######## inst_fetch_ctrl ########
Fig. 1: inst_fetch_ctrl, local utilization
Scale bar: 20 um. 6 x 6 tiles, from dark purple (low) to yellow (high), 0 to 100% covered.
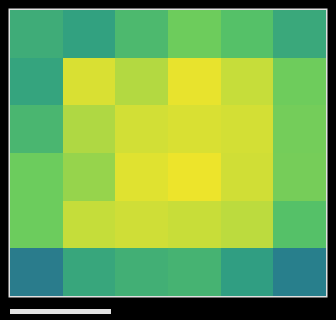

`src/rtl/inst_fetch_ctrl.sv`:
```
// Instruction fetch controller: walks a synchronous program ROM, hands each
// instruction word (and, for mvi, its trailing immediate) to the processor,
// and waits for the processor to signal completion.
//
// Ports:
//   Clock, Resetn      rising-edge clock, asynchronous active-low reset
//   Start, Stop        begin/resume fetching; finish current instruction then idle
//   ADDR, MEM_Q        ROM address out, ROM data in (one-cycle read latency)
//   DIN, Run           instruction/immediate word and one-cycle launch strobe
//   Done               processor instruction-complete strobe
//   PC                 address of the next instruction
//   Busy/Halted/Error  status flags
//   InstrCount         completed-instruction count (wraps 255->0)
module inst_fetch_ctrl #(
  parameter int unsigned ADDR_W  = 5,
  parameter int unsigned TIMEOUT = 6
) (
  input  logic              Clock,
  input  logic              Resetn,
  input  logic              Start,
  input  logic              Stop,
  output logic [ADDR_W-1:0] ADDR,
  input  logic [8:0]        MEM_Q,
  output logic [8:0]        DIN,
  output logic              Run,
  input  logic              Done,
  output logic [ADDR_W-1:0] PC,
  output logic              Busy,
  output logic              Halted,
  output logic              Error,
  output logic [7:0]        InstrCount
);

  // Counter only needs to reach TIMEOUT-1: the cycle at that value is the last one allowed.
  localparam int unsigned TmoW = (TIMEOUT < 2) ? 1 : $clog2(TIMEOUT);

  localparam logic [2:0] OpMvi  = 3'b001;
  localparam logic [2:0] OpHalt = 3'b111;

  typedef enum logic [2:0] {
    StIdle,
    StFetch,
    StIssue,
    StExec,
    StHalted,
    StError
  } state_e;

  state_e            state_q, state_d;
  logic [ADDR_W-1:0] pc_q, pc_d;
  logic [TmoW-1:0]   tmo_q, tmo_d;
  logic [7:0]        count_q, count_d;
  logic              mvi_q, mvi_d;
  logic              stop_pend_q, stop_pend_d;

  logic [2:0]        opcode;
  logic              exec_first;

  assign opcode     = MEM_Q[8:6];
  assign exec_first = (tmo_q == '0);

  always_ff @(posedge Clock or negedge Resetn) begin
    if (!Resetn) begin
      state_q     <= StIdle;
      pc_q        <= '0;
      tmo_q       <= '0;
      count_q     <= '0;
      mvi_q       <= 1'b0;
      stop_pend_q <= 1'b0;
    end else begin
      state_q     <= state_d;
      pc_q        <= pc_d;
      tmo_q       <= tmo_d;
      count_q     <= count_d;
      mvi_q       <= mvi_d;
      stop_pend_q <= stop_pend_d;
    end
  end

  always_comb begin
    state_d     = state_q;
    pc_d        = pc_q;
    tmo_d       = tmo_q;
    count_d     = count_q;
    mvi_d       = mvi_q;
    stop_pend_d = stop_pend_q;
    ADDR        = pc_q;
    DIN         = '0;
    Run         = 1'b0;

    case (state_q)
      StIdle: begin
        // Stop while idle means nothing; Start wins even if Stop is also high.
        stop_pend_d = 1'b0;
        if (Start) begin
          state_d = StFetch;
        end
      end

      StFetch: begin
        // Remember a Stop request so it takes effect at the next completion.
        if (Stop) begin
          stop_pend_d = 1'b1;
        end
        state_d = StIssue;
      end

      StIssue: begin
        if (Stop) begin
          stop_pend_d = 1'b1;
        end
        if (opcode == OpHalt) begin
          stop_pend_d = 1'b0;
          state_d     = StHalted;
        end else begin
          Run     = 1'b1;
          DIN     = MEM_Q;
          pc_d    = pc_q + 1'b1;
          mvi_d   = (opcode == OpMvi);
          tmo_d   = '0;
          state_d = StExec;
          // Pre-address the immediate so it arrives in the first EXEC cycle.
          if (opcode == OpMvi) begin
            ADDR = pc_q + 1'b1;
          end
        end
      end

      StExec: begin
        if (exec_first && mvi_q) begin
          DIN  = MEM_Q;
          pc_d = pc_q + 1'b1;
        end
        tmo_d = tmo_q + 1'b1;
        if (Done) begin
          count_d     = count_q + 1'b1;
          stop_pend_d = 1'b0;
          state_d     = (Stop || stop_pend_q) ? StIdle : StFetch;
        end else if (tmo_q == TmoW'(TIMEOUT - 1)) begin
          stop_pend_d = 1'b0;
          state_d     = StError;
        end else if (Stop) begin
          stop_pend_d = 1'b1;
        end
      end

      StHalted, StError: begin
        if (Start) begin
          pc_d    = '0;
          state_d = StFetch;
        end
      end

      default: begin
        state_d = StIdle;
      end
    endcase
  end

  assign PC         = pc_q;
  assign Busy       = (state_q == StFetch) || (state_q == StIssue) || (state_q == StExec);
  assign Halted     = (state_q == StHalted);
  assign Error      = (state_q == StError);
  assign InstrCount = count_q;

endmodule

```
`config.mk`:
```
export PLATFORM = sky130hd
export DESIGN_NAME = inst_fetch_ctrl
export DESIGN_NICKNAME = d
export VERILOG_FILES = /design/src/rtl/inst_fetch_ctrl.sv
export SDC_FILE = /design/constraint.sdc
export NUM_CORES = 1
export LEC_CHECK = 0
export ABC_AREA = 1
export CORE_ASPECT_RATIO = 0.9
export CORE_MARGIN = 1.5
export CORE_UTILIZATION = 46
export CTS_CLUSTER_DIAMETER = 40
export DETAILED_ROUTE_END_ITERATION = 12
export PLACE_DENSITY = 0.76
export SLEW_MARGIN = 20
export SYNTH_ARGS = -nofsm -noshare
export SYNTH_HDL_FRONTEND = slang
export SYNTH_SLANG_ARGS = --single-unit
```
`constraint.sdc`:
```
create_clock -name Clock -period 1.6 [get_ports Clock]
set_input_delay 0.24 -clock Clock [delete_from_list [all_inputs] [get_ports Clock]]
set_output_delay 0.24 -clock Clock [all_outputs]
set_load 0.05 [all_outputs]
```
######## ram32x4_scan_reader ########
===== src/rtl/ram32x4_scan_reader.sv =====
// ram32x4_scan_reader: walks every address of a 32x4 synchronous RAM, captures
// each word one cycle after issuing its address, and holds the address/data
// pair on registered outputs for HOLD_CYCLES clocks so it can be displayed.
// Optional build macro RAM_SCAN_CHECKSUM_EN adds a running 8-bit checksum of
// every captured word plus a checksum_valid flag that is high in DONE.
module ram32x4_scan_reader #(
  parameter int HOLD_CYCLES = 50000000,
  parameter int ADDR_W      = 5,
  parameter int DATA_W      = 4
) (
  input  logic              clk,
  input  logic              resetn,
  input  logic              start,
  input  logic              loop,
  input  logic              pause,
  input  logic              stop,
  output logic [ADDR_W-1:0] ram_addr,
  output logic              ram_wren,
  input  logic [DATA_W-1:0] ram_q,
  output logic [ADDR_W-1:0] disp_addr,
  output logic [DATA_W-1:0] disp_data,
  output logic              valid,
  output logic              busy,
  output logic              done
`ifdef RAM_SCAN_CHECKSUM_EN
  ,
  output logic [7:0]        checksum,
  output logic              checksum_valid
`endif
);

  localparam int CNT_RAW = $clog2(HOLD_CYCLES + 1);
  localparam int CNT_W   = (CNT_RAW < 1) ? 1 : CNT_RAW;
  localparam logic [CNT_W-1:0]  CNT_LOAD  = CNT_W'(HOLD_CYCLES - 1);
  localparam logic [ADDR_W-1:0] ADDR_LAST = {ADDR_W{1'b1}};

  typedef enum logic [2:0] {
    S_IDLE  = 3'd0,
    S_ISSUE = 3'd1,
    S_WAIT  = 3'd2,
    S_HOLD  = 3'd3,
    S_DONE  = 3'd4
  } state_t;

  state_t              r_state;
  logic [ADDR_W-1:0]   r_addr;
  logic [ADDR_W-1:0]   r_disp_addr;
  logic [DATA_W-1:0]   r_disp_data;
  logic                r_valid;
  logic                r_busy;
  logic                r_done;
  logic [CNT_W-1:0]    r_cnt;

`ifdef RAM_SCAN_CHECKSUM_EN
  logic [7:0]          r_csum;
  logic                r_csum_vld;

  // Modulo-256 accumulation of one captured word.
  function automatic logic [7:0] f_csum_add(input logic [7:0] acc,
                                            input logic [DATA_W-1:0] d);
    return acc + 8'(d);
  endfunction

  assign checksum       = r_csum;
  assign checksum_valid = r_csum_vld;
`endif

  assign ram_addr  = r_addr;
  assign ram_wren  = 1'b0;
  assign disp_addr = r_disp_addr;
  assign disp_data = r_disp_data;
  assign valid     = r_valid;
  assign busy      = r_busy;
  assign done      = r_done;

  // Scan FSM: state, RAM address, dwell counter and all registered outputs.
  always_ff @(posedge clk or negedge resetn) begin
    if (!resetn) begin
      r_state     <= S_IDLE;
      r_addr      <= '0;
      r_disp_addr <= '0;
      r_disp_data <= '0;
      r_valid     <= 1'b0;
      r_busy      <= 1'b0;
      r_done      <= 1'b0;
      r_cnt       <= '0;
`ifdef RAM_SCAN_CHECKSUM_EN
      r_csum      <= '0;
      r_csum_vld  <= 1'b0;
`endif
    end else begin
      // valid is a single-cycle strobe; only the WAIT capture raises it.
      r_valid <= 1'b0;
      if (stop) begin
        // Abort wins over everything; the displayed word is left untouched.
        r_state <= S_IDLE;
        r_addr  <= '0;
        r_busy  <= 1'b0;
        r_done  <= 1'b0;
`ifdef RAM_SCAN_CHECKSUM_EN
        r_csum_vld <= 1'b0;
`endif
      end else begin
        case (r_state)
          S_IDLE: begin
            if (start) begin
              r_addr  <= '0;
              r_state <= S_ISSUE;
              r_busy  <= 1'b1;
`ifdef RAM_SCAN_CHECKSUM_EN
              r_csum  <= '0;
`endif
            end
          end
          S_ISSUE: begin
            // Address has been stable for a cycle; RAM latches it this edge.
            r_state <= S_WAIT;
          end
          S_WAIT: begin
            r_disp_data <= ram_q;
            r_disp_addr <= r_addr;
            r_valid     <= 1'b1;
            r_cnt       <= CNT_LOAD;
            r_state     <= S_HOLD;
`ifdef RAM_SCAN_CHECKSUM_EN
            r_csum      <= f_csum_add(r_csum, ram_q);
`endif
          end
          S_HOLD: begin
            if (!pause) begin
              if (r_cnt != '0) begin
                r_cnt <= r_cnt - 1'b1;
              end else if (r_addr != ADDR_LAST) begin
                r_addr  <= r_addr + 1'b1;
                r_state <= S_ISSUE;
              end else if (loop) begin
                r_addr  <= '0;
                r_state <= S_ISSUE;
`ifdef RAM_SCAN_CHECKSUM_EN
                r_csum  <= '0;
`endif
              end else begin
                r_state <= S_DONE;
                r_busy  <= 1'b0;
                r_done  <= 1'b1;
`ifdef RAM_SCAN_CHECKSUM_EN
                r_csum_vld <= 1'b1;
`endif
              end
            end
          end
          S_DONE: begin
            if (start) begin
              r_addr  <= '0;
              r_state <= S_ISSUE;
              r_busy  <= 1'b1;
              r_done  <= 1'b0;
`ifdef RAM_SCAN_CHECKSUM_EN
              r_csum     <= '0;
              r_csum_vld <= 1'b0;
`endif
            end
          end
          default: begin
            r_state <= S_IDLE;
            r_busy  <= 1'b0;
            r_done  <= 1'b0;
          end
        endcase
      end
    end
  end

endmodule


===== config.mk =====
export PLATFORM = sky130hd
export DESIGN_NAME = ram32x4_scan_reader
export DESIGN_NICKNAME = d
export VERILOG_FILES = /design/src/rtl/ram32x4_scan_reader.sv
export SDC_FILE = /design/constraint.sdc
export NUM_CORES = 1
export LEC_CHECK = 0
export CELL_PAD_IN_SITES_DETAIL_PLACEMENT = 0
export CELL_PAD_IN_SITES_GLOBAL_PLACEMENT = 1
export CORE_ASPECT_RATIO = 1.4
export CORE_MARGIN = 5
export CORE_UTILIZATION = 40
export CTS_BUF_LIST = sky130_fd_sc_hd__clkbuf_8
export CTS_CLUSTER_SIZE = 16
export DETAILED_ROUTE_END_ITERATION = 6
export GPL_ROUTABILITY_DRIVEN = 0
export PLACE_DENSITY = 0.83
export RECOVER_POWER = 50
export SYNTH_ARGS = -nofsm -noshare
export SYNTH_HDL_FRONTEND = slang
export SYNTH_SLANG_ARGS = --single-unit

===== constraint.sdc =====
create_clock -name clk -period 3.05 [get_ports clk]
set_clock_uncertainty 0.1 [all_clocks]
set_input_delay 0.4575 -clock clk [delete_from_list [all_inputs] [get_ports clk]]
set_output_delay 0.4575 -clock clk [all_outputs]
set_load 0.05 [all_outputs]


==> layout pictures side by side <==
Wiring heat map.
(a)
15 x 21 tiles, from dark purple (low) to yellow (high), scaled to the fullest tile. Values are wire area over tile area, all layers added.
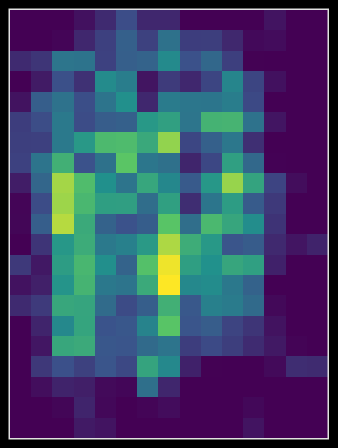
(b)
12 x 11 tiles, from dark purple (low) to yellow (high), scaled to the fullest tile. Values are wire area over tile area, all layers added.
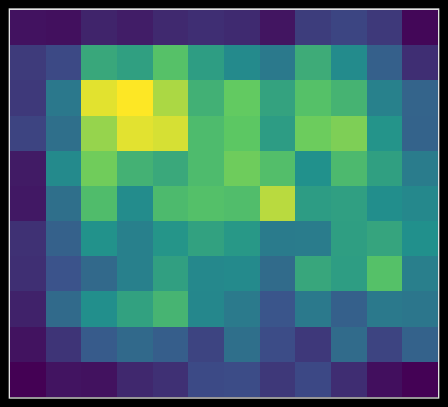
For inst_fetch_ctrl, see (b).
For ram32x4_scan_reader, see (a).

Fig. 2: inst_fetch_ctrl, signal wires by layer
Only two layers are drawn.
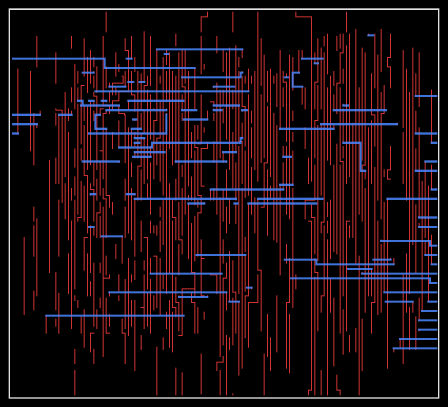
layer	color	wire length
met3	blue	471 um
met2	red	3090 um
vias after detailed routing: 1800
wire length after detailed routing: 6290 um
total global-route track usage: 0.301
Wirelength per Cell: 19.4 um

## Picture notes: Fig. 1
tiles over 75% full	61%
densest ninth of the die	center
fullest tile	97%
mean over tiles	77%

==> impl_results.rst, inst_fetch_ctrl <==
Metrics
=======

.. list-table::
   :header-rows: 1

   * - Metric
     - Value
   * - Met3 track demand over resource in global routing
     - 0.0341
   * - Simple-Gate Area Share
     - 0.355
   * - Power per cell area
     - approximately 2000 nW/um2
   * - Number of standard cells reported by yosys
     - 199
   * - Final WS setup
     - -0.500 ns
   * - Cells along the critical path
     - inv_2 -> ha_4 -> nand3_2 -> or2_4 -> buf_12 -> a21boi_4 -> buf_12
   * - Share of power burned in the clock network
     - 0.052
   * - Cell with the most instances after synthesis
     - nand2_1
   * - Outcome
     - finished, violations left
   * - Violated checks
     - setup timing
   * - Combinational share of cell area
     - 0.395
   * - Number of unique standard cell types used by synthesis
     - 23
   * - Total of endpoints with negative setup slack in the final report
     - 15
   * - Final hold slack
     - 0.225 ns
   * - Setup skew after layout
     - 0.00819 ns
   * - Area contributors post-synth
     - dfrtp_1 36%, nand2_1 18%, inv_1 7.7%
   * - Filler cell count in the final layout
     - 118
   * - Share of the synthesized netlist area taken by xor and xnor gates
     - 0.0481
   * - Clock network contribution to total cell area
     - 0.00993
==> inst_fetch_ctrl: worst paths after layout <==
kind	slack [ns]	to	depth (start not counted)	start
max	-0.50	DIN[5]	7	tmo_q[1]$_DFFE_PN0P_
min	0.23	InstrCount[2]$_DFFE_PN0P_	2	Resetn
max reg2reg	0.01	tmo_q[2]$_DFFE_PN0P_	10	state_q[2]$_DFFE_PN0P_
min reg2reg	0.53	stop_pend_q$_DFFE_PN0P_	2	stop_pend_q$_DFFE_PN0P_
max in group asynchronous	1.13	state_q[0]$_DFFE_PN0P_	2	Resetn
min in group Clock	0.53	stop_pend_q$_DFFE_PN0P_	2	stop_pend_q$_DFFE_PN0P_
==> inst_fetch_ctrl: through the flow <==
stage                     total power [mW]  setup WS [ns]   util  cells
after detailed placement              4.32         -0.196  0.778    305
after floorplan                       2.97         -0.232      -    199
after CTS                             5.04         -0.402  0.871    321
final                                 5.54         -0.500  0.911    324
after global placement                4.25         -0.129  0.778    305
after global routing                  5.75         -0.534  0.911    324
==> inst_fetch_ctrl: critical path, delay by kind of cell, from the launching register on <==
family          cells  cell delay [ns]
fa+ha+maj           1             0.14
compound gates      1             0.19
flops               1             0.42
buf+inv             3             0.41
simple gates        2             0.37
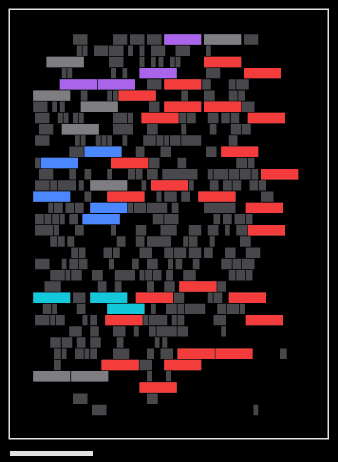
Fig. 3. Sequential cells colored by netlist name (ram32x4_scan_reader).
Scale bar: 20 um. Other sequential cells in the stronger gray, the rest of the logic in the fainter gray.
signal	color	sequential cells
r_state	cyan	3
disp_data	purple	4
r_cnt	red	26
ram_addr	blue	5
not colored	8
reported sequential group power: 0.709 mW
core occupancy in the finished layout: 0.469

==> impl_results.rst, ram32x4_scan_reader <==
Metrics
=======

.. list-table::
   :header-rows: 1

   * - Metric
     - Value
   * - Outcome
     - complete, no violations
   * - Fraction of power spent switching nets
     - 0.338
   * - Via count normalized by instance count
     - between 5 and 6
   * - Max FFs per register
     - 26
   * - Biggest consumer
     - sequential cells
   * - Nets@finish
     - just over 300
   * - Power per cell area
     - around 500 nW/um2
   * - Number of max-slew violations in the final report
     - 0
   * - Internal
     - around 0.94 mW
   * - Commonest non-fill, non-tap cells in the layout
     - 46 x dfrtp_1, 43 x nand2_1, 25 x clkdlybuf4s50_1
   * - Class of the tightest hold or removal check
     - input port to async pin
   * - Pin count of the biggest net entering global routing
     - 47
   * - Die Span Y
     - roughly 100 um
   * - Warnings from Yosys
     - 0
   * - Global routing usage on met1
     - 0.184
   * - Total power draw
     - approximately 1.4 mW
   * - Area contributors post-synth
     - dfrtp_1 46%, nand2_1 6.4%, or4_1 3.0%
   * - Met2 Use GR
     - 0.265
   * - Clock slew at reported path FFs
     - 0.09 ns
   * - Cell Area, Synth
     - 2510 um2
   * - Number of unique standard cell types used by synthesis
     - 52
   * - Dominant Register Cell
     - dfrtp_1
   * - Area Overhead vs Synth
     - 15.3%
   * - Setup repair after global routing missed its margin
     - false
   * - Number of standard cells reported by yosys
     - between 200 and 300
   * - Average cell area after synthesis
     - 9.36 um2
## ram32x4_scan_reader: worst max-delay path: cells and delay by family, from the launching register on
family / cells / cell delay [ns]
simple gates: 4 / 1.30
compound gates: 1 / 0.55
fa+ha+maj: 1 / 0.18
flops: 1 / 0.42
buf+inv: 1 / 0.07
## ram32x4_scan_reader: path summary, 6_finish.rpt
kind	startpoint	end	slack, ns	depth (start not counted)
min	resetn	r_cnt[17]$_DFFE_PN0P_	0.28	1
max reg2reg	r_cnt[0]$_DFFE_PN0P_	r_cnt[25]$_DFFE_PN0P_	0.31	7
max in group asynchronous	resetn	ram_addr[2]$_DFFE_PN0P_	1.86	1
max	r_cnt[0]$_DFFE_PN0P_	r_cnt[25]$_DFFE_PN0P_	0.31	7
min in group clk	disp_data[0]$_DFFE_PN0P_	disp_data[0]$_DFFE_PN0P_	0.38	2
min reg2reg	disp_data[0]$_DFFE_PN0P_	disp_data[0]$_DFFE_PN0P_	0.38	2
## ram32x4_scan_reader: through the flow
step | std cells | hold WS (ns)
6_report | 368 | 0.279
5_1_grt | 368 | 0.383
4_1_cts | 368 | 0.270
3_5_place_dp | 360 | 0.368
3_3_place_gp | 360 | 0.359
2_1_floorplan | 268 | 0.0619


## Gallery

Clock routing.
picture 1
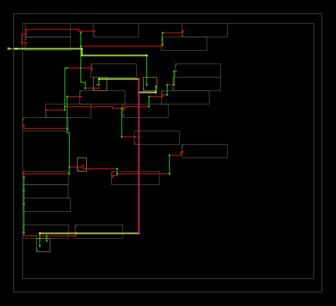
picture 2
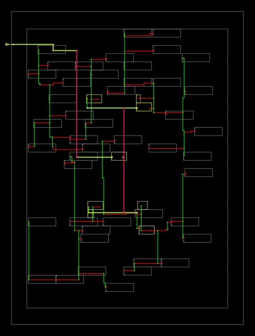
Picture 1 comes from inst_fetch_ctrl.
Picture 2 comes from ram32x4_scan_reader.

Power figures rest on the tool's default switching activity, not on a simulated workload.
